==================== scfifo_rr_drain_sched
==> scfifo_rr_drain_sched/congestion_map.png <==
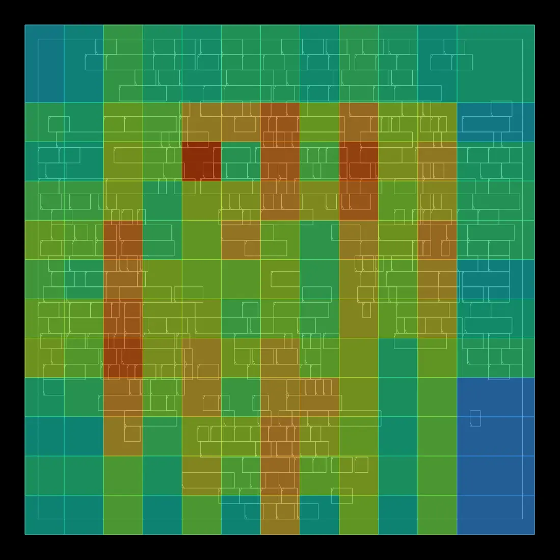

## src/rtl/scfifo_rr_drain_sched.sv

```systemverilog
// Round-robin drain scheduler: pops bounded bursts from a bank of show-ahead
// FIFOs into one registered valid/ready stream tagged with the source index.
module scfifo_rr_drain_sched #(
  parameter int NUM_REQ   = 4,
  parameter int WIDTH     = 20,
  parameter int MAX_BURST = 8,
  parameter int SEL_WIDTH = $clog2(NUM_REQ)
) (
  input  logic                       clock,
  input  logic                       aclr_n,
  input  logic                       sclr,
  input  logic [NUM_REQ-1:0]         fifo_empty,
  input  logic [NUM_REQ*WIDTH-1:0]   fifo_q,
  output logic [NUM_REQ-1:0]         fifo_rdreq,
  output logic [WIDTH-1:0]           out_data,
  output logic [SEL_WIDTH-1:0]       out_src,
  output logic                       out_valid,
  input  logic                       out_ready,
  output logic                       busy
);
  localparam int CNT_W = $clog2(MAX_BURST + 1);

  typedef enum logic {S_IDLE, S_BURST} state_t;

  state_t                          r_state, w_nstate;
  logic [SEL_WIDTH-1:0]            r_gnt, r_ptr, w_found, w_idx;
  logic [CNT_W-1:0]                r_cnt;
  logic [WIDTH-1:0]                r_data;
  logic [SEL_WIDTH-1:0]            r_src;
  logic                            r_valid;
  logic                            w_hit, w_pop, w_last, w_exit;
  logic [NUM_REQ-1:0][WIDTH-1:0]   w_q;

  assign w_q       = fifo_q;
  assign out_data  = r_data;
  assign out_src   = r_src;
  assign out_valid = r_valid;

  // Scan from farthest to nearest so the source closest after r_ptr wins.
  always_comb begin
    w_hit   = 1'b0;
    w_found = '0;
    w_idx   = '0;
    for (int k = NUM_REQ; k >= 1; k--) begin
      w_idx = SEL_WIDTH'((int'(r_ptr) + k) % NUM_REQ);
      if (!fifo_empty[w_idx]) begin
        w_hit   = 1'b1;
        w_found = w_idx;
      end
    end
  end

  always_ff @(posedge clock or negedge aclr_n) begin
    if (!aclr_n)   r_state <= S_IDLE;
    else if (sclr) r_state <= S_IDLE;
    else           r_state <= w_nstate;
  end

  // Pop is gated by sclr so a clear never silently consumes a source word.
  always_comb begin
    w_nstate = r_state;
    w_pop    = 1'b0;
    w_last   = 1'b0;
    w_exit   = 1'b0;
    case (r_state)
      S_IDLE: if (w_hit) w_nstate = S_BURST;
      S_BURST: begin
        w_pop  = ~sclr & ~fifo_empty[r_gnt] & (~r_valid | out_ready);
        w_last = (r_cnt == CNT_W'(MAX_BURST - 1));
        w_exit = fifo_empty[r_gnt] | (w_pop & w_last);
        if (w_exit) w_nstate = S_IDLE;
      end
      default: w_nstate = S_IDLE;
    endcase
  end

  always_comb begin
    fifo_rdreq = '0;
    if (w_pop) fifo_rdreq[r_gnt] = 1'b1;
    busy = (r_state == S_BURST);
  end

  always_ff @(posedge clock or negedge aclr_n) begin
    if (!aclr_n) begin
      r_gnt   <= '0;
      r_ptr   <= SEL_WIDTH'(NUM_REQ - 1);
      r_cnt   <= '0;
      r_data  <= '0;
      r_src   <= '0;
      r_valid <= 1'b0;
    end else if (sclr) begin
      r_gnt   <= '0;
      r_ptr   <= SEL_WIDTH'(NUM_REQ - 1);
      r_cnt   <= '0;
      r_data  <= '0;
      r_src   <= '0;
      r_valid <= 1'b0;
    end else begin
      if (r_state == S_IDLE && w_hit) begin
        r_gnt <= w_found;
        r_cnt <= '0;
      end
      if (w_exit) r_ptr <= r_gnt;
      if (w_pop) begin
        r_data  <= w_q[r_gnt];
        r_src   <= r_gnt;
        r_valid <= 1'b1;
        r_cnt   <= r_cnt + 1'b1;
      end else if (out_ready) begin
        r_valid <= 1'b0;
      end
    end
  end
endmodule
```

## config.mk

```make
export PLATFORM = sky130hd
export DESIGN_NAME = scfifo_rr_drain_sched
export DESIGN_NICKNAME = d
export VERILOG_FILES = /design/src/rtl/scfifo_rr_drain_sched.sv
export SDC_FILE = /design/constraint.sdc
export NUM_CORES = 1
export LEC_CHECK = 0
export CAP_MARGIN = 20
export CORE_MARGIN = 2
export CORE_UTILIZATION = 27
export CTS_CLUSTER_DIAMETER = 120
export DETAILED_ROUTE_END_ITERATION = 12
export PLACE_DENSITY = 0.65
export SLEW_MARGIN = 20
export SYNTH_ARGS = -nofsm -noshare
export SYNTH_HDL_FRONTEND = slang
export SYNTH_SLANG_ARGS = --single-unit
export TNS_END_PERCENT = 50
```

## constraint.sdc

```tcl
create_clock -name clock -period 1.98 [get_ports clock]
set_input_delay 0.396 -clock clock [delete_from_list [all_inputs] [get_ports clock]]
set_output_delay 0.396 -clock clock [all_outputs]
set_load 0.03 [all_outputs]
```

==================== cm0_core_smul_seq
## config.mk

```make
export PLATFORM = sky130hd
export DESIGN_NAME = cm0_core_smul_seq
export DESIGN_NICKNAME = d
export VERILOG_FILES = /design/src/rtl/cm0_core_smul_seq.sv
export SDC_FILE = /design/constraint.sdc
export NUM_CORES = 1
export LEC_CHECK = 0
export ABC_CLOCK_PERIOD_IN_PS = 2960
export CORE_UTILIZATION = 39
export DETAILED_ROUTE_END_ITERATION = 7
export PLACE_DENSITY = 0.6
export SETUP_SLACK_MARGIN = 0.02
export SLEW_MARGIN = 20
export SYNTH_ARGS = -nofsm -noshare
export SYNTH_HDL_FRONTEND = slang
export SYNTH_SLANG_ARGS = --single-unit
```

## constraint.sdc

```tcl
create_clock -name clk -period 2.96 [get_ports clk]
set_input_delay 0.592 -clock clk [delete_from_list [all_inputs] [get_ports clk]]
set_output_delay 0.592 -clock clk [all_outputs]
set_load 0.01 [all_outputs]
```

## src/rtl/cm0_core_smul_seq.sv

```systemverilog
// MSB-first shift-and-add sequencer for the small-multiplier core configuration.
// Walks the 32:1 multiplicand mux over 32 cycles and strobes done with the low product word.
module cm0_core_smul_seq #(
    parameter int unsigned SMUL = 1
) (
    input  logic        clk,
    input  logic        rst_n,
    input  logic        mul_start_i,
    input  logic        mul_kill_i,
    input  logic [31:0] gpr_rb_data_lo_i,
    input  logic        mul_sel_i,
    output logic [4:0]  smul_imm_o,
    output logic        mul_busy_o,
    output logic        mul_done_o,
    output logic [31:0] mul_res_o
);

    localparam logic Active = (SMUL != 0);

    typedef enum logic [1:0] {StIdle, StRun, StDone} state_e;

    state_e      state_q;
    logic [31:0] opb_q;
    logic [31:0] acc_q;
    logic [5:0]  cnt_q;
    logic [4:0]  imm_q;
    logic [31:0] acc_step;

    // Horner step: the selected multiplier bit arrives MSB-first, carry-out is dropped.
    assign acc_step = {acc_q[30:0], 1'b0} + (mul_sel_i ? opb_q : 32'd0);

    always_ff @(posedge clk or negedge rst_n) begin
        if (!rst_n) begin
            state_q <= StIdle;
            opb_q   <= '0;
            acc_q   <= '0;
            cnt_q   <= '0;
            imm_q   <= '0;
        end else if (!Active) begin
            state_q <= StIdle;
            opb_q   <= '0;
            acc_q   <= '0;
            cnt_q   <= '0;
            imm_q   <= '0;
        end else if (mul_kill_i) begin
            state_q <= StIdle;
            acc_q   <= '0;
            cnt_q   <= '0;
            imm_q   <= '0;
        end else begin
            case (state_q)
                StIdle, StDone: begin
                    if (mul_start_i) begin
                        state_q <= StRun;
                        opb_q   <= gpr_rb_data_lo_i;
                        acc_q   <= '0;
                        cnt_q   <= '0;
                        imm_q   <= 5'd1;
                    end else begin
                        state_q <= StIdle;
                    end
                end
                StRun: begin
                    acc_q <= acc_step;
                    imm_q <= imm_q + 5'd1;
                    cnt_q <= cnt_q + 6'd1;
                    // imm wraps to 0 on the last step, which selects opa[0].
                    if (imm_q == 5'd0) begin
                        state_q <= StDone;
                    end
                end
                default: state_q <= StIdle;
            endcase
        end
    end

    always_comb begin
        smul_imm_o = (state_q == StRun) ? imm_q : 5'd0;
        mul_busy_o = (state_q == StRun);
        mul_done_o = (state_q == StDone);
        mul_res_o  = Active ? acc_q : 32'd0;
    end

endmodule

```

==================== rf_write_arbiter
File: src/rtl/rf_write_arbiter.sv
// Round-robin arbiter sharing the register-file write port between the ALU (A) and load/imm (B) paths.
// Define RFARB_FIXED_PRIO_EN to make A win every tie (fixed priority) instead of alternating.
module rf_write_arbiter #(
  parameter int NREG = 8,
  parameter int DW   = 8
) (
  input  logic          clk,
  input  logic          rst,
  input  logic          a_valid,
  input  logic [4:0]    a_addr,
  input  logic [DW-1:0] a_data,
  output logic          a_ready,
  input  logic          b_valid,
  input  logic [4:0]    b_addr,
  input  logic [DW-1:0] b_data,
  output logic          b_ready,
  input  logic          flush,
  output logic [DW-1:0] wd3,
  output logic [4:0]    wa3,
  output logic          we3,
  output logic          err_addr,
  output logic [7:0]    wr_count
);

  localparam logic [5:0] NREG_LIM = 6'(NREG);

  logic          last;
  logic          grant_a;
  logic          grant_b;
  logic          grant_any;
  logic [4:0]    sel_addr;
  logic [DW-1:0] sel_data;
  logic          addr_in_range;
  logic          addr_nonzero;

  // Flush blocks every grant; a tie goes to whichever requester was not served last.
  always_comb begin
    grant_a = 1'b0;
    grant_b = 1'b0;
    if (!flush) begin
      if (a_valid && b_valid) begin
`ifdef RFARB_FIXED_PRIO_EN
        grant_a = 1'b1;
`else
        grant_a = last;
        grant_b = !last;
`endif
      end else begin
        grant_a = a_valid;
        grant_b = b_valid;
      end
    end
  end

  assign grant_any = grant_a | grant_b;
  assign a_ready   = grant_a & rst;
  assign b_ready   = grant_b & rst;

  assign sel_addr      = grant_b ? b_addr : a_addr;
  assign sel_data      = grant_b ? b_data : a_data;
  assign addr_in_range = {1'b0, sel_addr} < NREG_LIM;
  assign addr_nonzero  = |sel_addr;

  // Output stage: r0 and out-of-range targets are accepted but never written.
  always_ff @(posedge clk or negedge rst) begin
    if (!rst) begin
      last     <= 1'b1;
      wd3      <= '0;
      wa3      <= '0;
      we3      <= 1'b0;
      err_addr <= 1'b0;
    end else if (grant_any) begin
      last <= grant_b;
      wd3  <= sel_data;
      wa3  <= sel_addr;
      we3  <= addr_in_range && addr_nonzero;
      if (!addr_in_range) begin
        err_addr <= 1'b1;
      end
    end else begin
      we3 <= 1'b0;
    end
  end

  // Counts the write the register file performs on this edge.
  always_ff @(posedge clk or negedge rst) begin
    if (!rst) begin
      wr_count <= '0;
    end else if (we3) begin
      wr_count <= wr_count + 8'd1;
    end
  end

endmodule
File: config.mk
export PLATFORM = sky130hd
export DESIGN_NAME = rf_write_arbiter
export DESIGN_NICKNAME = d
export VERILOG_FILES = /design/src/rtl/rf_write_arbiter.sv
export SDC_FILE = /design/constraint.sdc
export NUM_CORES = 1
export LEC_CHECK = 0
export ABC_CLOCK_PERIOD_IN_PS = 1500
export CORE_MARGIN = 8
export CORE_UTILIZATION = 40
export CTS_CLUSTER_DIAMETER = 100
export DETAILED_ROUTE_END_ITERATION = 6
export GPL_TIMING_DRIVEN = 1
export PLACE_DENSITY = 0.77
export SYNTH_ARGS = -nofsm -noshare
export SYNTH_HDL_FRONTEND = slang
export SYNTH_SLANG_ARGS = --single-unit
File: constraint.sdc
create_clock -name clk -period 1.5 [get_ports clk]
set_input_delay 0.3 -clock clk [delete_from_list [all_inputs] [get_ports clk]]
set_output_delay 0.3 -clock clk [all_outputs]
set_load 0.05 [all_outputs]
==================== uart_stream_flat
==> src/rtl/uart_pkg.sv <==
// uart_pkg: shared state encoding, oversampling constants and parity helper
// for the uart_stream block and its sub-modules.
package uart_pkg;

    typedef enum logic [2:0] {
        IDLE,
        START,
        DATA,
        PARITY,
        STOP
    } uart_state_e;

    localparam int OVERSAMPLE = 16;
    localparam int MID_SAMPLE = 8;

    // Parity over up to 9 data bits (callers zero-extend narrower words).
    function automatic logic parity_f(input logic [8:0] data, input logic odd);
        return (^data) ^ odd;
    endfunction

endpackage

==> src/rtl/uart_stream_if.sv <==
// uart_stream_if: TX and RX streaming handshakes of uart_stream.
// master = the user side (ADC path / host), slave = the UART itself.
interface uart_stream_if #(
    parameter int DATA_W = 8
);
    logic [DATA_W-1:0] to_uart_data;
    logic              to_uart_valid;
    logic              to_uart_error;
    logic              to_uart_ready;
    logic [DATA_W-1:0] from_uart_data;
    logic              from_uart_error;
    logic              from_uart_valid;
    logic              from_uart_ready;

    modport master (
        output to_uart_data, to_uart_valid, to_uart_error, from_uart_ready,
        input  to_uart_ready, from_uart_data, from_uart_error, from_uart_valid
    );

    modport slave (
        input  to_uart_data, to_uart_valid, to_uart_error, from_uart_ready,
        output to_uart_ready, from_uart_data, from_uart_error, from_uart_valid
    );
endinterface

==> src/rtl/uart_sync_fifo.sv <==
// uart_sync_fifo: single-clock FIFO with extra-bit pointers. The head word is
// presented combinationally and reads as zero while the FIFO is empty.
module uart_sync_fifo #(
    parameter int WIDTH = 9,
    parameter int DEPTH = 16
) (
    input  logic             clk,
    input  logic             reset,
    input  logic             wr_en,
    input  logic [WIDTH-1:0] wr_data,
    output logic             full,
    input  logic             rd_en,
    output logic [WIDTH-1:0] rd_data,
    output logic             empty
);
    localparam int AW = $clog2(DEPTH);

    logic [WIDTH-1:0] mem [DEPTH];
    logic [AW:0]      wr_ptr_reg;
    logic [AW:0]      rd_ptr_reg;
    logic             do_wr;
    logic             do_rd;

    assign empty   = (wr_ptr_reg == rd_ptr_reg);
    assign full    = (wr_ptr_reg[AW] != rd_ptr_reg[AW]) &&
                     (wr_ptr_reg[AW-1:0] == rd_ptr_reg[AW-1:0]);
    // full is judged before any same-cycle pop, so push on full is refused
    assign do_wr   = wr_en && !full;
    assign do_rd   = rd_en && !empty;
    assign rd_data = empty ? '0 : mem[rd_ptr_reg[AW-1:0]];

    // Pointer update; wraps naturally modulo 2*DEPTH
    always_ff @(posedge clk or negedge reset) begin
        if (!reset) begin
            wr_ptr_reg <= '0;
            rd_ptr_reg <= '0;
        end else begin
            if (do_wr) wr_ptr_reg <= wr_ptr_reg + 1'b1;
            if (do_rd) rd_ptr_reg <= rd_ptr_reg + 1'b1;
        end
    end

    // Storage write
    always_ff @(posedge clk) begin
        if (do_wr) mem[wr_ptr_reg[AW-1:0]] <= wr_data;
    end
endmodule

==> src/rtl/uart_stream.sv <==
// uart_stream: full-duplex UART with streaming TX/RX FIFOs, 16x oversampled
// receiver and per-word error flag (framing | parity | overrun).
// Optional macro UART_PARITY_EN adds a parity bit to every frame.
module uart_stream
    import uart_pkg::*;
#(
    parameter int DATA_W     = 8,
    parameter int CLK_DIV    = 27,
    parameter int STOP_BITS  = 1,
    parameter int TX_DEPTH   = 16,
    parameter int RX_DEPTH   = 16,
    parameter int PARITY_ODD = 0
) (
    input  logic         clk,
    input  logic         reset,
    input  logic         uart_rxd,
    output logic         uart_txd,
    uart_stream_if.slave bus
);
    localparam int TW = (CLK_DIV > 1) ? $clog2(CLK_DIV) : 1;
    localparam int BW = $clog2(DATA_W);
    localparam logic [TW-1:0] TICK_LAST = TW'(CLK_DIV - 1);
    localparam logic [4:0]    BIT_END   = 5'(OVERSAMPLE - 1);
    localparam logic [4:0]    MID_END   = 5'(MID_SAMPLE - 1);
    localparam logic [4:0]    STOP_END  = 5'(STOP_BITS * OVERSAMPLE - 1);
    localparam logic [BW-1:0] LAST_BIT  = BW'(DATA_W - 1);
    localparam logic          PAR_ODD   = (PARITY_ODD != 0);

    logic [TW-1:0] tick_cnt_reg;
    logic          tick;

    logic              tx_full, tx_empty, tx_pop;
    logic [DATA_W:0]   tx_head;
    uart_state_e       tx_state_reg, tx_state_next;
    logic [4:0]        tx_cnt_reg, tx_cnt_next;
    logic [BW-1:0]     tx_bit_reg, tx_bit_next;
    logic [DATA_W-1:0] tx_data_reg, tx_data_next;
    logic              tx_err_reg, tx_err_next;
    logic              txd_reg, txd_next;
    logic              tx_par_bit;

    logic [1:0]        sync_reg;
    logic              rxd, rxd_prev_reg;
    uart_state_e       rx_state_reg, rx_state_next;
    logic [4:0]        rx_cnt_reg, rx_cnt_next;
    logic [BW-1:0]     rx_bit_reg, rx_bit_next;
    logic [DATA_W-1:0] rx_data_reg, rx_data_next;
    logic              rx_perr_reg, rx_perr_next;
    logic              rx_ferr, rx_done, rx_full, rx_empty, rx_push;
    logic              ovr_reg;

    // Free-running baud tick, one pulse every CLK_DIV clocks
    always_ff @(posedge clk or negedge reset) begin
        if (!reset) tick_cnt_reg <= '0;
        else        tick_cnt_reg <= tick ? '0 : tick_cnt_reg + 1'b1;
    end
    assign tick = (tick_cnt_reg == TICK_LAST);

    uart_sync_fifo #(.WIDTH(DATA_W + 1), .DEPTH(TX_DEPTH)) u_tx_fifo (
        .clk(clk), .reset(reset),
        .wr_en(bus.to_uart_valid), .wr_data({bus.to_uart_error, bus.to_uart_data}),
        .full(tx_full), .rd_en(tx_pop), .rd_data(tx_head), .empty(tx_empty)
    );
    assign bus.to_uart_ready = !tx_full;
    assign tx_par_bit = parity_f(9'(tx_data_reg), PAR_ODD) ^ tx_err_reg;
    assign uart_txd   = txd_reg;

    // TX state register; txd is registered so reset forces the line high at once
    always_ff @(posedge clk or negedge reset) begin
        if (!reset) begin
            tx_state_reg <= IDLE;
            tx_cnt_reg   <= '0;
            tx_bit_reg   <= '0;
            tx_data_reg  <= '0;
            tx_err_reg   <= 1'b0;
            txd_reg      <= 1'b1;
        end else begin
            tx_state_reg <= tx_state_next;
            tx_cnt_reg   <= tx_cnt_next;
            tx_bit_reg   <= tx_bit_next;
            tx_data_reg  <= tx_data_next;
            tx_err_reg   <= tx_err_next;
            txd_reg      <= txd_next;
        end
    end

    // TX next state: each bit lasts 16 ticks; STOP chains straight into START
    always_comb begin
        tx_state_next = tx_state_reg;
        tx_cnt_next   = tx_cnt_reg;
        tx_bit_next   = tx_bit_reg;
        tx_data_next  = tx_data_reg;
        tx_err_next   = tx_err_reg;
        txd_next      = txd_reg;
        tx_pop        = 1'b0;
        if (tick) begin
            tx_cnt_next = tx_cnt_reg + 5'd1;
            case (tx_state_reg)
                IDLE: begin
                    tx_cnt_next = '0;
                    if (!tx_empty) begin
                        tx_pop        = 1'b1;
                        tx_data_next  = tx_head[DATA_W-1:0];
                        tx_err_next   = tx_head[DATA_W];
                        tx_state_next = START;
                        txd_next      = 1'b0;
                    end
                end
                START: if (tx_cnt_reg == BIT_END) begin
                    tx_cnt_next   = '0;
                    tx_bit_next   = '0;
                    tx_state_next = DATA;
                    txd_next      = tx_data_reg[0];
                end
                DATA: if (tx_cnt_reg == BIT_END) begin
                    tx_cnt_next = '0;
                    if (tx_bit_reg == LAST_BIT) begin
`ifdef UART_PARITY_EN
                        tx_state_next = PARITY;
                        txd_next      = tx_par_bit;
`else
                        tx_state_next = STOP;
                        txd_next      = 1'b1;
`endif
                    end else begin
                        tx_bit_next = tx_bit_reg + BW'(1);
                        txd_next    = tx_data_reg[tx_bit_next];
                    end
                end
                PARITY: if (tx_cnt_reg == BIT_END) begin
                    tx_cnt_next   = '0;
                    tx_state_next = STOP;
                    txd_next      = 1'b1;
                end
                STOP: if (tx_cnt_reg == STOP_END) begin
                    tx_cnt_next   = '0;
                    tx_state_next = IDLE;
                    if (!tx_empty) begin
                        tx_pop        = 1'b1;
                        tx_data_next  = tx_head[DATA_W-1:0];
                        tx_err_next   = tx_head[DATA_W];
                        tx_state_next = START;
                        txd_next      = 1'b0;
                    end
                end
                default: begin
                    tx_state_next = IDLE;
                    txd_next      = 1'b1;
                end
            endcase
        end
    end

    // Two-flop synchroniser plus previous value for start-edge detection
    always_ff @(posedge clk or negedge reset) begin
        if (!reset) begin
            sync_reg     <= 2'b11;
            rxd_prev_reg <= 1'b1;
        end else begin
            sync_reg     <= {sync_reg[0], uart_rxd};
            rxd_prev_reg <= sync_reg[1];
        end
    end
    assign rxd = sync_reg[1];

    // RX state register and sticky overrun flag
    always_ff @(posedge clk or negedge reset) begin
        if (!reset) begin
            rx_state_reg <= IDLE;
            rx_cnt_reg   <= '0;
            rx_bit_reg   <= '0;
            rx_data_reg  <= '0;
            rx_perr_reg  <= 1'b0;
            ovr_reg      <= 1'b0;
        end else begin
            rx_state_reg <= rx_state_next;
            rx_cnt_reg   <= rx_cnt_next;
            rx_bit_reg   <= rx_bit_next;
            rx_data_reg  <= rx_data_next;
            rx_perr_reg  <= rx_perr_next;
            if (rx_done) ovr_reg <= rx_full;
        end
    end

    // RX next state: mid-bit sampling; a low line after a framing error
    // produces no new falling edge, so a break yields a single word
    always_comb begin
        rx_state_next = rx_state_reg;
        rx_cnt_next   = rx_cnt_reg;
        rx_bit_next   = rx_bit_reg;
        rx_data_next  = rx_data_reg;
        rx_perr_next  = rx_perr_reg;
        rx_ferr       = 1'b0;
        rx_done       = 1'b0;
        if (rx_state_reg == IDLE) begin
            if (rxd_prev_reg && !rxd) begin
                rx_state_next = START;
                rx_cnt_next   = '0;
            end
        end else if (tick) begin
            rx_cnt_next = rx_cnt_reg + 5'd1;
            case (rx_state_reg)
                START: if (rx_cnt_reg == MID_END) begin
                    rx_cnt_next   = '0;
                    rx_bit_next   = '0;
                    rx_perr_next  = 1'b0;
                    rx_state_next = rxd ? IDLE : DATA;
                end
                DATA: if (rx_cnt_reg == BIT_END) begin
                    rx_cnt_next  = '0;
                    rx_data_next = {rxd, rx_data_reg[DATA_W-1:1]};
                    if (rx_bit_reg == LAST_BIT) begin
`ifdef UART_PARITY_EN
                        rx_state_next = PARITY;
`else
                        rx_state_next = STOP;
`endif
                    end else begin
                        rx_bit_next = rx_bit_reg + BW'(1);
                    end
                end
                PARITY: if (rx_cnt_reg == BIT_END) begin
                    rx_cnt_next   = '0;
                    rx_perr_next  = (rxd != parity_f(9'(rx_data_reg), PAR_ODD));
                    rx_state_next = STOP;
                end
                STOP: if (rx_cnt_reg == BIT_END) begin
                    rx_ferr       = !rxd;
                    rx_done       = 1'b1;
                    rx_state_next = IDLE;
                end
                default: rx_state_next = IDLE;
            endcase
        end
    end

    // A word arriving into a full RX FIFO is dropped; ovr marks the next one
    assign rx_push = rx_done && !rx_full;

    uart_sync_fifo #(.WIDTH(DATA_W + 1), .DEPTH(RX_DEPTH)) u_rx_fifo (
        .clk(clk), .reset(reset),
        .wr_en(rx_push), .wr_data({rx_ferr | rx_perr_reg | ovr_reg, rx_data_reg}),
        .full(rx_full), .rd_en(bus.from_uart_ready),
        .rd_data({bus.from_uart_error, bus.from_uart_data}), .empty(rx_empty)
    );
    assign bus.from_uart_valid = !rx_empty;
endmodule

==> src/flat_wrapper.sv <==
// flat-port wrapper written by rule: the top's interface ports become plain ports
module uart_stream_flat import uart_pkg::*;
#(
    parameter int DATA_W     = 8,
    parameter int CLK_DIV    = 27,
    parameter int STOP_BITS  = 1,
    parameter int TX_DEPTH   = 16,
    parameter int RX_DEPTH   = 16,
    parameter int PARITY_ODD = 0
)
  (clk, reset, uart_rxd, uart_txd, bus_to_uart_data, bus_to_uart_valid, bus_to_uart_error, bus_from_uart_ready, bus_to_uart_ready, bus_from_uart_data, bus_from_uart_error, bus_from_uart_valid);
  uart_stream_if #(.DATA_W(DATA_W)) bus_i ();
  input  logic clk;
  input  logic reset;
  input  logic uart_rxd;
  output logic uart_txd;
  input wire logic [$bits(bus_i.to_uart_data)-1:0] bus_to_uart_data;
  input wire logic [$bits(bus_i.to_uart_valid)-1:0] bus_to_uart_valid;
  input wire logic [$bits(bus_i.to_uart_error)-1:0] bus_to_uart_error;
  input wire logic [$bits(bus_i.from_uart_ready)-1:0] bus_from_uart_ready;
  output wire logic [$bits(bus_i.to_uart_ready)-1:0] bus_to_uart_ready;
  output wire logic [$bits(bus_i.from_uart_data)-1:0] bus_from_uart_data;
  output wire logic [$bits(bus_i.from_uart_error)-1:0] bus_from_uart_error;
  output wire logic [$bits(bus_i.from_uart_valid)-1:0] bus_from_uart_valid;
  assign bus_i.to_uart_data = bus_to_uart_data;
  assign bus_i.to_uart_valid = bus_to_uart_valid;
  assign bus_i.to_uart_error = bus_to_uart_error;
  assign bus_i.from_uart_ready = bus_from_uart_ready;
  assign bus_to_uart_ready = bus_i.to_uart_ready;
  assign bus_from_uart_data = bus_i.from_uart_data;
  assign bus_from_uart_error = bus_i.from_uart_error;
  assign bus_from_uart_valid = bus_i.from_uart_valid;
  uart_stream #(.DATA_W(DATA_W), .CLK_DIV(CLK_DIV), .STOP_BITS(STOP_BITS), .TX_DEPTH(TX_DEPTH), .RX_DEPTH(RX_DEPTH), .PARITY_ODD(PARITY_ODD)) u_core (.clk(clk), .reset(reset), .uart_rxd(uart_rxd), .uart_txd(uart_txd), .bus(bus_i));
endmodule
==> config.mk <==
export PLATFORM = sky130hd
export DESIGN_NAME = uart_stream_flat
export DESIGN_NICKNAME = d
export VERILOG_FILES = /design/src/rtl/uart_pkg.sv /design/src/rtl/uart_stream_if.sv /design/src/rtl/uart_sync_fifo.sv /design/src/rtl/uart_stream.sv /design/src/flat_wrapper.sv
export SDC_FILE = /design/constraint.sdc
export NUM_CORES = 1
export LEC_CHECK = 0
export ABC_CLOCK_PERIOD_IN_PS = 2400
export CAP_MARGIN = 20
export CORE_MARGIN = 2
export CORE_UTILIZATION = 50
export DETAILED_ROUTE_END_ITERATION = 7
export HOLD_SLACK_MARGIN = 0.05
export MAX_ROUTING_LAYER = met4
export PLACE_DENSITY = 0.77
export SLEW_MARGIN = 20
export SYNTH_ARGS = -nofsm -noshare
export SYNTH_HDL_FRONTEND = slang
export SYNTH_HIERARCHICAL = 1
export SYNTH_SLANG_ARGS = --single-unit
==> constraint.sdc <==
create_clock -name clk -period 2.4 [get_ports clk]
set_input_delay 0.36 -clock clk [delete_from_list [all_inputs] [get_ports clk]]
set_output_delay 0.36 -clock clk [all_outputs]
set_load 0.03 [all_outputs]
==> rf_write_arbiter/floorplan.png <==
Pins as bars on the die edge. Tap cells in grey.
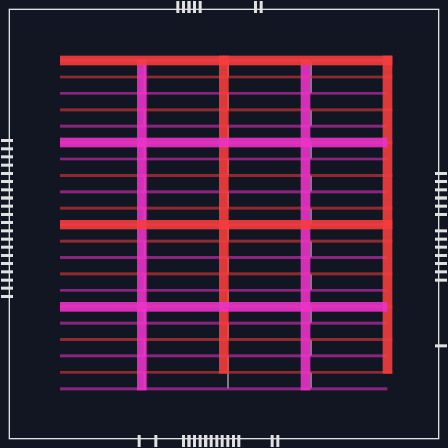
magenta -> VSS
red -> VDD
rows = 20
met1 rails = 21
met4 straps = 4
Worst VDD drop: 579 uV
vertical die size: 70.9 um

==> results_dict.tcl, rf_write_arbiter <==
# collected from the flow reports
set metrics [dict create \
    outcome "finished, violations left" \
    violations "setup timing" \
    highest_layer "met4" \
    wl_per_cell_um 18.2 \
    ys_seq_share_pct 49.8 \
    ys_cells 122 \
    worst_slack_ps -178 \
    detail_route.first_pass.iterations 4 \
    rows 20 \
    synth.distinct_cells 27 \
    top_cells_by_area "dfrtp_1 48%, o2111ai_1 9.4%, a31oi_1 6.7%, o21ai_0 5.8%, nor2_1 5.0%" \
    nets 218 \
    holdWs_ps 193 \
    ios 56 \
    synth-edff-count 0 \
    setup_tns_ps -244 \
    p_comb_w 0.00124 \
    worstSetupStartpointType "flop" \
    finalMaxSlewViolations 0 \
    rr_startpoint "last" \
    synth_warnings 0 \
    dr_wl_met3_um 280 \
    regToRegSetupSlack_ps 100 \
    cts.sinks 24 \
    seq-power_w 0.000923 \
    cp.arrival_ps 1380 \
    stdcell_count 218 \
    grt_max_degree 25 \
    yosysTopAreaCellShare_pct 47.7 \
    aoi_share_pct 25.8 \
    startpoint "last" \
    grt_busiest_layer "met2" \
    setup_viol 2 \
    comb_power_share_pct 49.4 \
    met3_usage_pct 5.93 \
    antenna_cells 0 \
]
## rf_write_arbiter: final cells by class
class	instances	share of cell area, %
timing repair buffer	70	42.3
inverter	3	0.518
tap	33	1.90
clock buffer	4	1.67
sequential	24	27.7
multi-input combinational	84	25.9
## rf_write_arbiter: flip-flops by register name, indices dropped and copies added, names as in the netlist
name and flops:
wd3 8, wa3 5, last 1, we3 1, err_addr 1, wr_count 8
## rf_write_arbiter: worst register-to-register path: stages, from the launching register on
cell and delay (ps):
dfstp_2 400, and2_4 140, buf_4 140, or4_4 420
a31o_1 220
==> cm0_core_smul_seq/class_map.png <==
The bar under the picture is 20 um long.
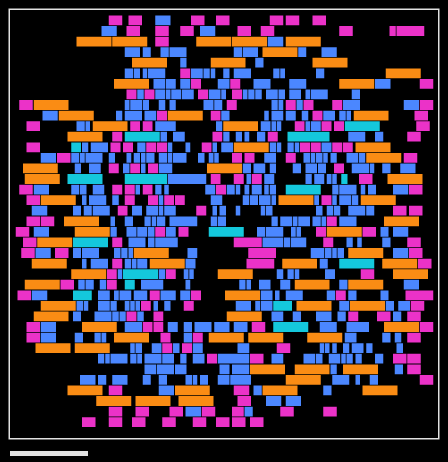
magenta -> remaining buffers and delay cells  # cells 158
cyan -> clock drivers and dummy loads  # cells 16
blue -> remaining logic cells  # cells 384
orange -> registers  # cells 71
final core occ: 56.4%
Seq/total area: 27.6%
Rows: 39
Core ar.: 11400 sq um
post-route cell area: 6440 sq um

==> results_dict.tcl, cm0_core_smul_seq <==
# collected from the flow reports
set metrics [dict create \
    outcome "finished, violations left" \
    violations "DRC" \
    clock_area_share_pct 5.17 \
    synthXorXnorAreaFrac_pct 5.76 \
    wl_per_cell_um 15.3 \
    cts_hold_buf 0 \
    netlist_top_cells_count "71 x dfrtp_1, 62 x nand2_1, 40 x o21ai_0" \
    period_used_pct 95.3 \
    relSlewSlack_pct 52.8 \
    grt_max_degree 72 \
    cp_top_family "AND-OR/OR-AND gates" \
    drive_gt1_share_pct 23.8 \
    hold_violations 0 \
    wl_met1_mm 5.46 \
    die-area_sq_um 12100 \
    htreeDepth 3 \
    rr_startpoint "opb_q[1]" \
    die_h_um 110 \
    grt_pass1_wl_mm 19.6 \
    cts.sinks 71 \
    buffers 158 \
    crit_slowest_cell "a221o_2" \
    regToRegSetupSlack_ps 250 \
    fp_nets 547 \
    worstSetupStartpointType "input pin" \
    p_total_w 0.00316 \
    crit_fanout 4 \
    power.density_nw_per_um2 490 \
    place_congestion 0.854 \
    highest_layer "met4" \
    holdWs_ps 267 \
    yosysChipArea_sq_um 4560 \
    gr-usage-all-layers_pct 21.1 \
    setup_viol 0 \
    syn_area_per_cell_sq_um 9.56 \
    drc 2 \
    biggestCellCategory "combinational gates" \
    seqCellArea_sq_um 1780 \
    synthArstFlopShare_pct 100 \
]
==> cm0_core_smul_seq: cells in the final DEF, fill, tap and decap left out, types with 5 or more instances in the layout <==
master	instances
ha_1	31
a21o_1	7
clkbuf_16	9
a21oi_1	36
xor2_1	23
buf_4	77
nor2_1	15
inv_1	7
nor3_1	7
a31oi_1	5
mux2_2	32
nand4_1	7
nand2_1	62
o21ai_0	39
dfrtp_1	71
nor2b_1	5
buf_12	5
clkdlybuf4s50_1	73
o21a_1	5
xnor2_1	7
and2_1	37
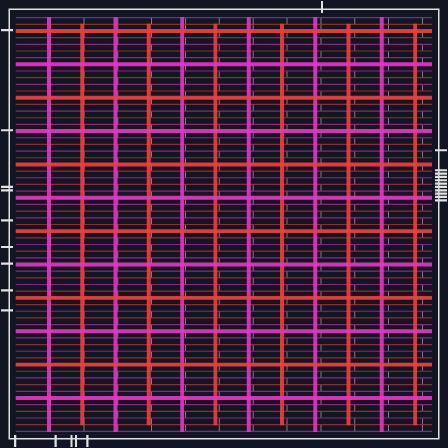
(uart_stream_flat/floorplan.png)
Pins as bars on the die edge. Tap cells in grey.
red -> VDD
magenta -> VSS
signal pins = 26
met4 straps = 12
rows = 62
met5 straps = 12
tap cells = 384

==> results_dict.tcl, uart_stream_flat <==
# collected from the flow reports
set metrics [dict create \
    highest_layer "met4" \
    worstSetupStartpointType "flop" \
    fp.dieW_um 174 \
    cpPeakStageDelay_ps 560 \
    violations "setup timing" \
    worst_slew_pin_slew_ps 934 \
    outcome "finished, violations left" \
    fp_nets 833 \
    antenna_cells 0 \
    crit_chain "buf_12 -> mux4_1 -> a22oi_2 -> a21oi_2 -> buf_6" \
    worst_slack_ps -229 \
    synth_area_sq_um 14500 \
    area_growth_pct 16.4 \
    grt_max_degree 70 \
    final_area_sq_um 16900 \
    reg2reg_depth 8 \
    comb_power_share_pct 12.6 \
    io_buffers 24 \
    grt_pass1_wl_mm 45.3 \
    p_total_w 0.0139 \
    relSlewSlack_pct 37.6 \
    regToRegSetupSlack_ps 140 \
    drive_gt1_share_pct 30.4 \
    fp.coreArea_sq_um 28600 \
    hold_depth 1 \
    lay_top_cells "272 x edfxtp_1, 62 x dfrtp_1, 59 x buf_4" \
    rr_startpoint "u_core/rx_cnt_reg[1]" \
    min_period_ps 2630 \
    antenna_found_initial 0 \
    drt_wl_total_mm 28.4 \
    dp.cells 1227 \
    crit_slowest_cell "mux4_1" \
    cts_hold_buf 1 \
    setup_viol 10 \
    crit_fanout 8 \
    path_clk_slew_ps 60 \
]
[uart_stream_flat: power groups by stage]
stage               combinational, W  sequential [W]  clock [W]
floorplan                    0.00137         0.00691          0
global placement             0.00170         0.00698          0
detailed placement           0.00175         0.00700          0
CTS                          0.00177         0.00689    0.00536
global route                 0.00191         0.00692    0.00559
finish                       0.00175         0.00689    0.00523
[uart_stream_flat: layout make-up]
type	instances	area (sq um)	share of cell area (%)
sequential	341	9900	58.5
multi-input combinational	400	4440	26.3
clock buffer	48	965	5.70
timing repair buffer	95	910	5.38
tap	384	480	2.84
clock inverter	12	146	0.865
inverter	18	67.6	0.399
==> scfifo_rr_drain_sched/floorplan.png <==
Pins as bars on the die edge. Tap cells in grey.
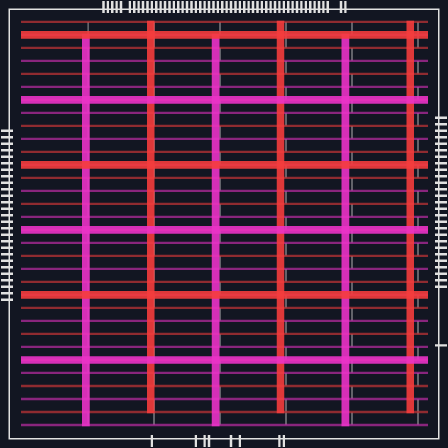
red -> VDD
magenta -> VSS
met1 rails = 32
signal pins = 116
rows = 31
tap cells = 99
met4 straps = 6
Core ar.: 7180 sq um
Worst VDD drop: 306 uV
Die Span X: 89.5 um

About scfifo_rr_drain_sched/congestion_map.png:
final core occ: 49.0%
M3 GR Usage: 2.86%

==> results_dict.tcl, scfifo_rr_drain_sched <==
# collected from the flow reports
set metrics [dict create \
    ys_cells 183 \
    violations "setup timing" \
    die-area_sq_um 8010 \
    rows 31 \
    viasPerCell 4.74 \
    simple_gate_share_pct 16.2 \
    most_common_cell "nand2_1" \
    worst_slack_ps -351 \
    biggestCellCategory "non-clock buffers" \
    worstSetupStartpointType "flop" \
    mux_share_pct 26.6 \
    drc 0 \
    ys_seq_share_pct 40.7 \
    yosys.area.top_type "dfrtp_1" \
    cap_violations 0 \
    crit_chain "mux4_2 -> nor4b_4 -> buf_6 -> nor3b_4 -> buf_6" \
    comb_cells 133 \
    buffers 139 \
    logic_family "multiplexers" \
    p_total_w 0.00196 \
    final_area_sq_um 3520 \
    hpwl_mm 4.09 \
    comb_area_share_pct 31.7 \
    top_cells_by_area "dfrtp_1 38%, mux4_2 24%, nand2_1 8.7%, o21ai_0 5.6%, dfstp_2 2.7%" \
    dpl_cell_area_sq_um 3290 \
    detail_route.first_pass.iterations 5 \
    synth_area_sq_um 1970 \
    finalMaxSlewViolations 0 \
    syn_area_per_cell_sq_um 10.8 \
    setup_viol 6 \
    drt_iter0_drc 75 \
    seq-power_w 0.000746 \
    outcome "finished, violations left" \
    drt_wl_total_mm 5.68 \
    netlist_instances 183 \
    netlist_top_cells_count "46 x nand2_1, 30 x dfrtp_1, 22 x o21ai_0" \
    pwr-share-seq_pct 38.1 \
    holdWs_ps 172 \
    buf_share_pct 39.2 \
    antenna_cells 0 \
    yosysChipArea_sq_um 1970 \
]
## scfifo_rr_drain_sched: routing by layer
layer / track usage [%] / up-vias / routed length (um)
li1: - / 933 / -
met1: 15.1 / 946 / 2280
met2: 24.2 / 80 / 2920
met3: 2.86 / 4 / 425
met4: 3.66 / 0 / 57
met5: 0 / - / 0
## scfifo_rr_drain_sched: registers in the layout, indices dropped and copies added (netlist names)
register / cells
out_data: 20
r_cnt: 4
out_src: 2
r_gnt: 2
r_ptr: 2
busy: 1
out_valid: 1

==> layout pictures side by side <==
Where the registers sit.
image #1
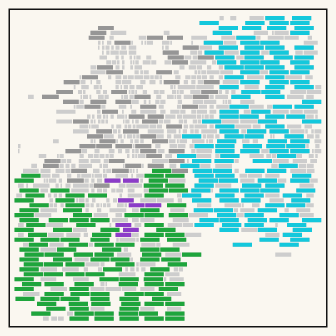
image #2
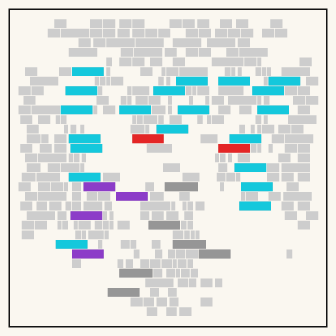
image #3
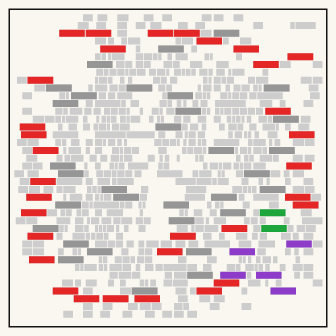
image #4
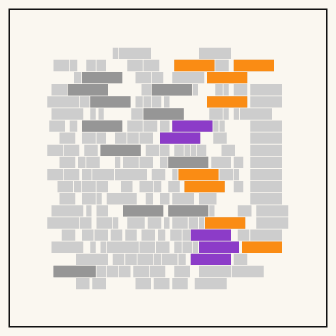
rf_write_arbiter: image #4
cm0_core_smul_seq: image #3
uart_stream_flat: image #1
scfifo_rr_drain_sched: image #2
The one with the fewest cells is image #4.
The one with the fewest sequential cells is image #4.


==================== alu_sequencer
==> alu_sequencer/class_map.png <==
The bar under the picture is 20 um long.
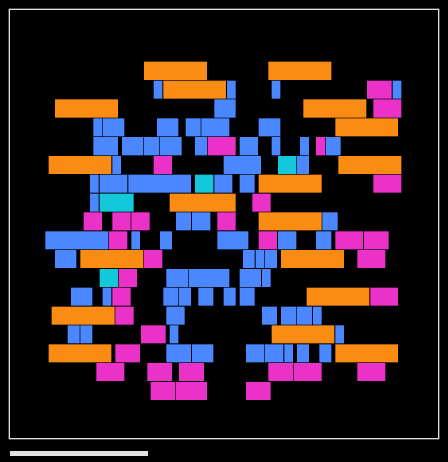
==> alu_sequencer/floorplan.png <==
Pins as bars on the die edge. Tap cells in grey.
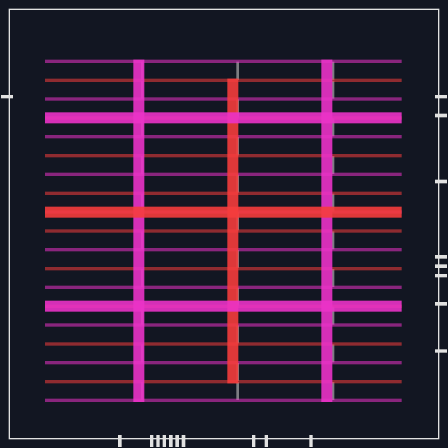
--- config.mk ---
export PLATFORM = sky130hd
export DESIGN_NAME = alu_sequencer
export DESIGN_NICKNAME = d
export VERILOG_FILES = /design/src/rtl/alu_sequencer.sv
export SDC_FILE = /design/constraint.sdc
export NUM_CORES = 1
export LEC_CHECK = 0
export ABC_CLOCK_PERIOD_IN_PS = 1760
export CAP_MARGIN = 10
export CELL_PAD_IN_SITES_DETAIL_PLACEMENT = 0
export CELL_PAD_IN_SITES_GLOBAL_PLACEMENT = 1
export CORE_MARGIN = 5
export CORE_UTILIZATION = 34
export DETAILED_ROUTE_END_ITERATION = 10
export GPL_TIMING_DRIVEN = 0
export PLACE_DENSITY_LB_ADDON = 0.05
export SLEW_MARGIN = 10
export SYNTH_ARGS = -nofsm -noshare
export SYNTH_HDL_FRONTEND = slang
export SYNTH_SLANG_ARGS = --single-unit
--- constraint.sdc ---
create_clock -name clk -period 1.76 [get_ports clk]
set_input_delay 0.352 -clock clk [delete_from_list [all_inputs] [get_ports clk]]
set_output_delay 0.352 -clock clk [all_outputs]
set_load 0.1 [all_outputs]
--- src/rtl/alu_sequencer.sv ---
// ALU control sequencer: decodes ALU class/funct into a registered ALU code and
// sequences a multi-cycle multiplier, stalling upstream while it runs.
module alu_sequencer #(
  parameter int unsigned MULTI_CYCLES = 8
) (
  input  logic       clk,
  input  logic       rst,
  input  logic       valid_in,
  input  logic [1:0] alu_op,
  input  logic [5:0] funct,
  output logic [3:0] alu_ctrl,
  output logic       mul_start,
  output logic       stall,
  output logic       result_valid,
  output logic       illegal
);

  typedef enum logic [1:0] {
    StIdle,
    StMulRun,
    StMulDone
  } state_e;

  localparam logic [7:0] CntInit = 8'(MULTI_CYCLES - 1);
  localparam logic [3:0] CtrlAnd = 4'b0000;
  localparam logic [3:0] CtrlOr  = 4'b0001;
  localparam logic [3:0] CtrlAdd = 4'b0010;
  localparam logic [3:0] CtrlSub = 4'b0110;
  localparam logic [3:0] CtrlSlt = 4'b0111;
  localparam logic [3:0] CtrlMul = 4'b1000;

  state_e     state_q, state_d;
  logic [7:0] cnt_q, cnt_d;
  logic [3:0] alu_ctrl_q, alu_ctrl_d;
  logic       mul_start_q, mul_start_d;
  logic       stall_q, stall_d;
  logic       result_valid_q, result_valid_d;
  logic       illegal_q, illegal_d;

  logic [3:0] dec_ctrl;
  logic       dec_mul;
  logic       dec_illegal;

  // Unsupported R-type functs fall back to add and flag illegal.
  always_comb begin
    dec_ctrl    = CtrlAdd;
    dec_mul     = 1'b0;
    dec_illegal = 1'b0;
    unique case (alu_op)
      2'b00: dec_ctrl = CtrlAdd;
      2'b01: dec_ctrl = CtrlSub;
      2'b11: dec_ctrl = CtrlOr;
      2'b10: begin
        case (funct)
          6'b100000: dec_ctrl = CtrlAdd;
          6'b100010: dec_ctrl = CtrlSub;
          6'b100100: dec_ctrl = CtrlAnd;
          6'b100101: dec_ctrl = CtrlOr;
          6'b101010: dec_ctrl = CtrlSlt;
          6'b011000: begin
            dec_ctrl = CtrlMul;
            dec_mul  = 1'b1;
          end
          default: begin
            dec_ctrl    = CtrlAdd;
            dec_illegal = 1'b1;
          end
        endcase
      end
      default: dec_ctrl = CtrlAdd;
    endcase
  end

  always_comb begin
    state_d        = state_q;
    cnt_d          = cnt_q;
    alu_ctrl_d     = alu_ctrl_q;
    mul_start_d    = 1'b0;
    stall_d        = 1'b0;
    result_valid_d = 1'b0;
    illegal_d      = 1'b0;
    unique case (state_q)
      StIdle, StMulDone: begin
        state_d = StIdle;
        if (valid_in) begin
          alu_ctrl_d = dec_ctrl;
          if (dec_mul) begin
            state_d     = StMulRun;
            cnt_d       = CntInit;
            mul_start_d = 1'b1;
            stall_d     = 1'b1;
          end else begin
            result_valid_d = 1'b1;
            illegal_d      = dec_illegal;
          end
        end
      end
      StMulRun: begin
        // New instructions are ignored here; upstream is held by stall.
        if (cnt_q == 8'd0) begin
          state_d        = StMulDone;
          result_valid_d = 1'b1;
        end else begin
          cnt_d   = cnt_q - 8'd1;
          stall_d = 1'b1;
        end
      end
      default: state_d = StIdle;
    endcase
  end

  always_ff @(posedge clk or posedge rst) begin
    if (rst) begin
      state_q        <= StIdle;
      cnt_q          <= 8'd0;
      alu_ctrl_q     <= 4'b0000;
      mul_start_q    <= 1'b0;
      stall_q        <= 1'b0;
      result_valid_q <= 1'b0;
      illegal_q      <= 1'b0;
    end else begin
      state_q        <= state_d;
      cnt_q          <= cnt_d;
      alu_ctrl_q     <= alu_ctrl_d;
      mul_start_q    <= mul_start_d;
      stall_q        <= stall_d;
      result_valid_q <= result_valid_d;
      illegal_q      <= illegal_d;
    end
  end

  assign alu_ctrl     = alu_ctrl_q;
  assign mul_start    = mul_start_q;
  assign stall        = stall_q;
  assign result_valid = result_valid_q;
  assign illegal      = illegal_q;

endmodule

==> results_dict.tcl <==
# collected from the flow reports
set metrics [dict create \
    synthArstFlopShare_pct 100 \
    syn_area_per_cell_sq_um 10.1 \
    cts_made_buffers 3 \
    power.density_nw_per_um2 1070 \
    overflow 0 \
    comb_area_share_pct 36.4 \
    critPathCaptureType "flop" \
    synth-edff-count 0 \
    dp_slack_ps -312 \
    nFillCells 238 \
    ys_sh_adder_pct 2.74 \
    p_total_w 0.00141 \
    comb_cells 66 \
    outcome "completed" \
    grt_pass1_vias 757 \
    synthXorXnorAreaFrac_pct 3.84 \
    dpl_cell_area_sq_um 1140 \
    endpoint "cnt_q[1]" \
    fp_nets 103 \
    antenna_cells 0 \
    ff_type "dfrtp_1" \
    crit_fanout 7 \
    clock_area_share_pct 2.76 \
    top_cells_by_area "dfrtp_1 49%, nor2_1 4.9%, xor2_1 3.8%, ha_1 2.7%, nor2b_1 2.7%" \
    rsz0062_at_grt "yes" \
    lay_top_cells "17 x dfrtp_1, 12 x nor2_1, 11 x buf_4" \
    holdWs_ps 439 \
    nets 137 \
    tap_cells 30 \
    hpwl_mm 1.43 \
    place_congestion 0.773 \
    ios 19 \
    logic_family "simple AND/OR/NAND/NOR gates" \
    most_common_cell "dfrtp_1" \
]
Notes on alu_sequencer/class_map.png above:
blue -> remaining logic cells  # cells 69
orange -> registers  # cells 18
magenta -> remaining buffers and delay cells  # cells 32
cyan -> clock drivers and dummy loads  # cells 4

Notes on alu_sequencer/floorplan.png above:
red -> VDD
magenta -> VSS
rows = 18
tap cells = 30
met4 straps = 3
signal pins = 19

report_power, final:
| part | internal (W) | leakage, nW | total, W | switching [W] |
|---|---|---|---|---|
| combinational | 0.000277 | 0.306 | 0.000573 | 0.000296 |
| sequential | 0.000491 | 0.210 | 0.000569 | 0.0000777 |
| clock | 0.000126 | 0.0210 | 0.000267 | 0.000141 |
| total | 0.000895 | 0.536 | 0.00141 | 0.000515 |
layer usage:
metal	wire [um]	vias to the layer above	track usage [%]	part of all wire [%]
met5	0	-	0	0
met4	20	0	3.64	1.0
met3	116	4	4.34	5.8
met2	913	13	20.3	46
met1	946	352	15.9	47
li1	-	393	-	-


==> gallery <==
Cells coloured by class.
(a)
The bar under the picture is 20 um long.
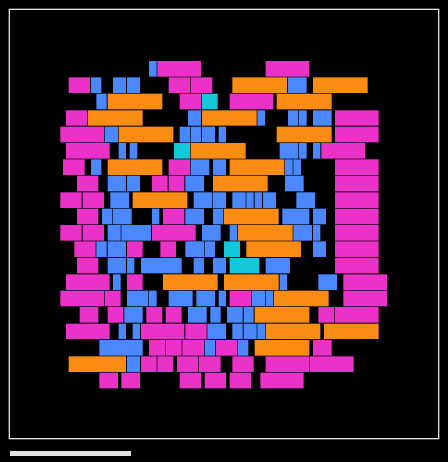
(b)
The bar under the picture is 20 um long.
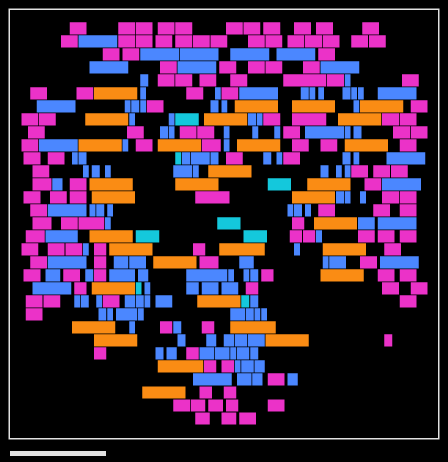
(c)
The bar under the picture is 50 um long.
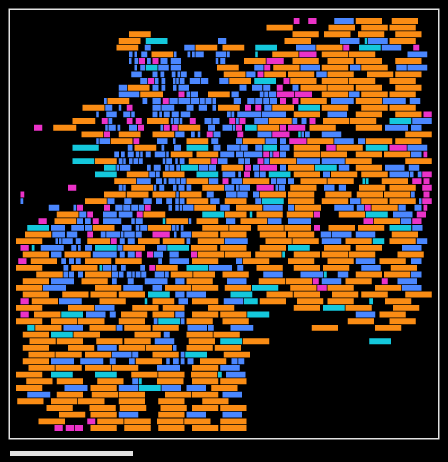
- most cells: (c)
(a) is rf_write_arbiter.
(c) is uart_stream_flat.
(b) is scfifo_rr_drain_sched.

Key to (c):
orange -> registers  # cells 341
cyan -> clock drivers and dummy loads  # cells 60
magenta -> remaining buffers and delay cells  # cells 95
blue -> remaining logic cells  # cells 418

Power and IR drop assume default switching activity.
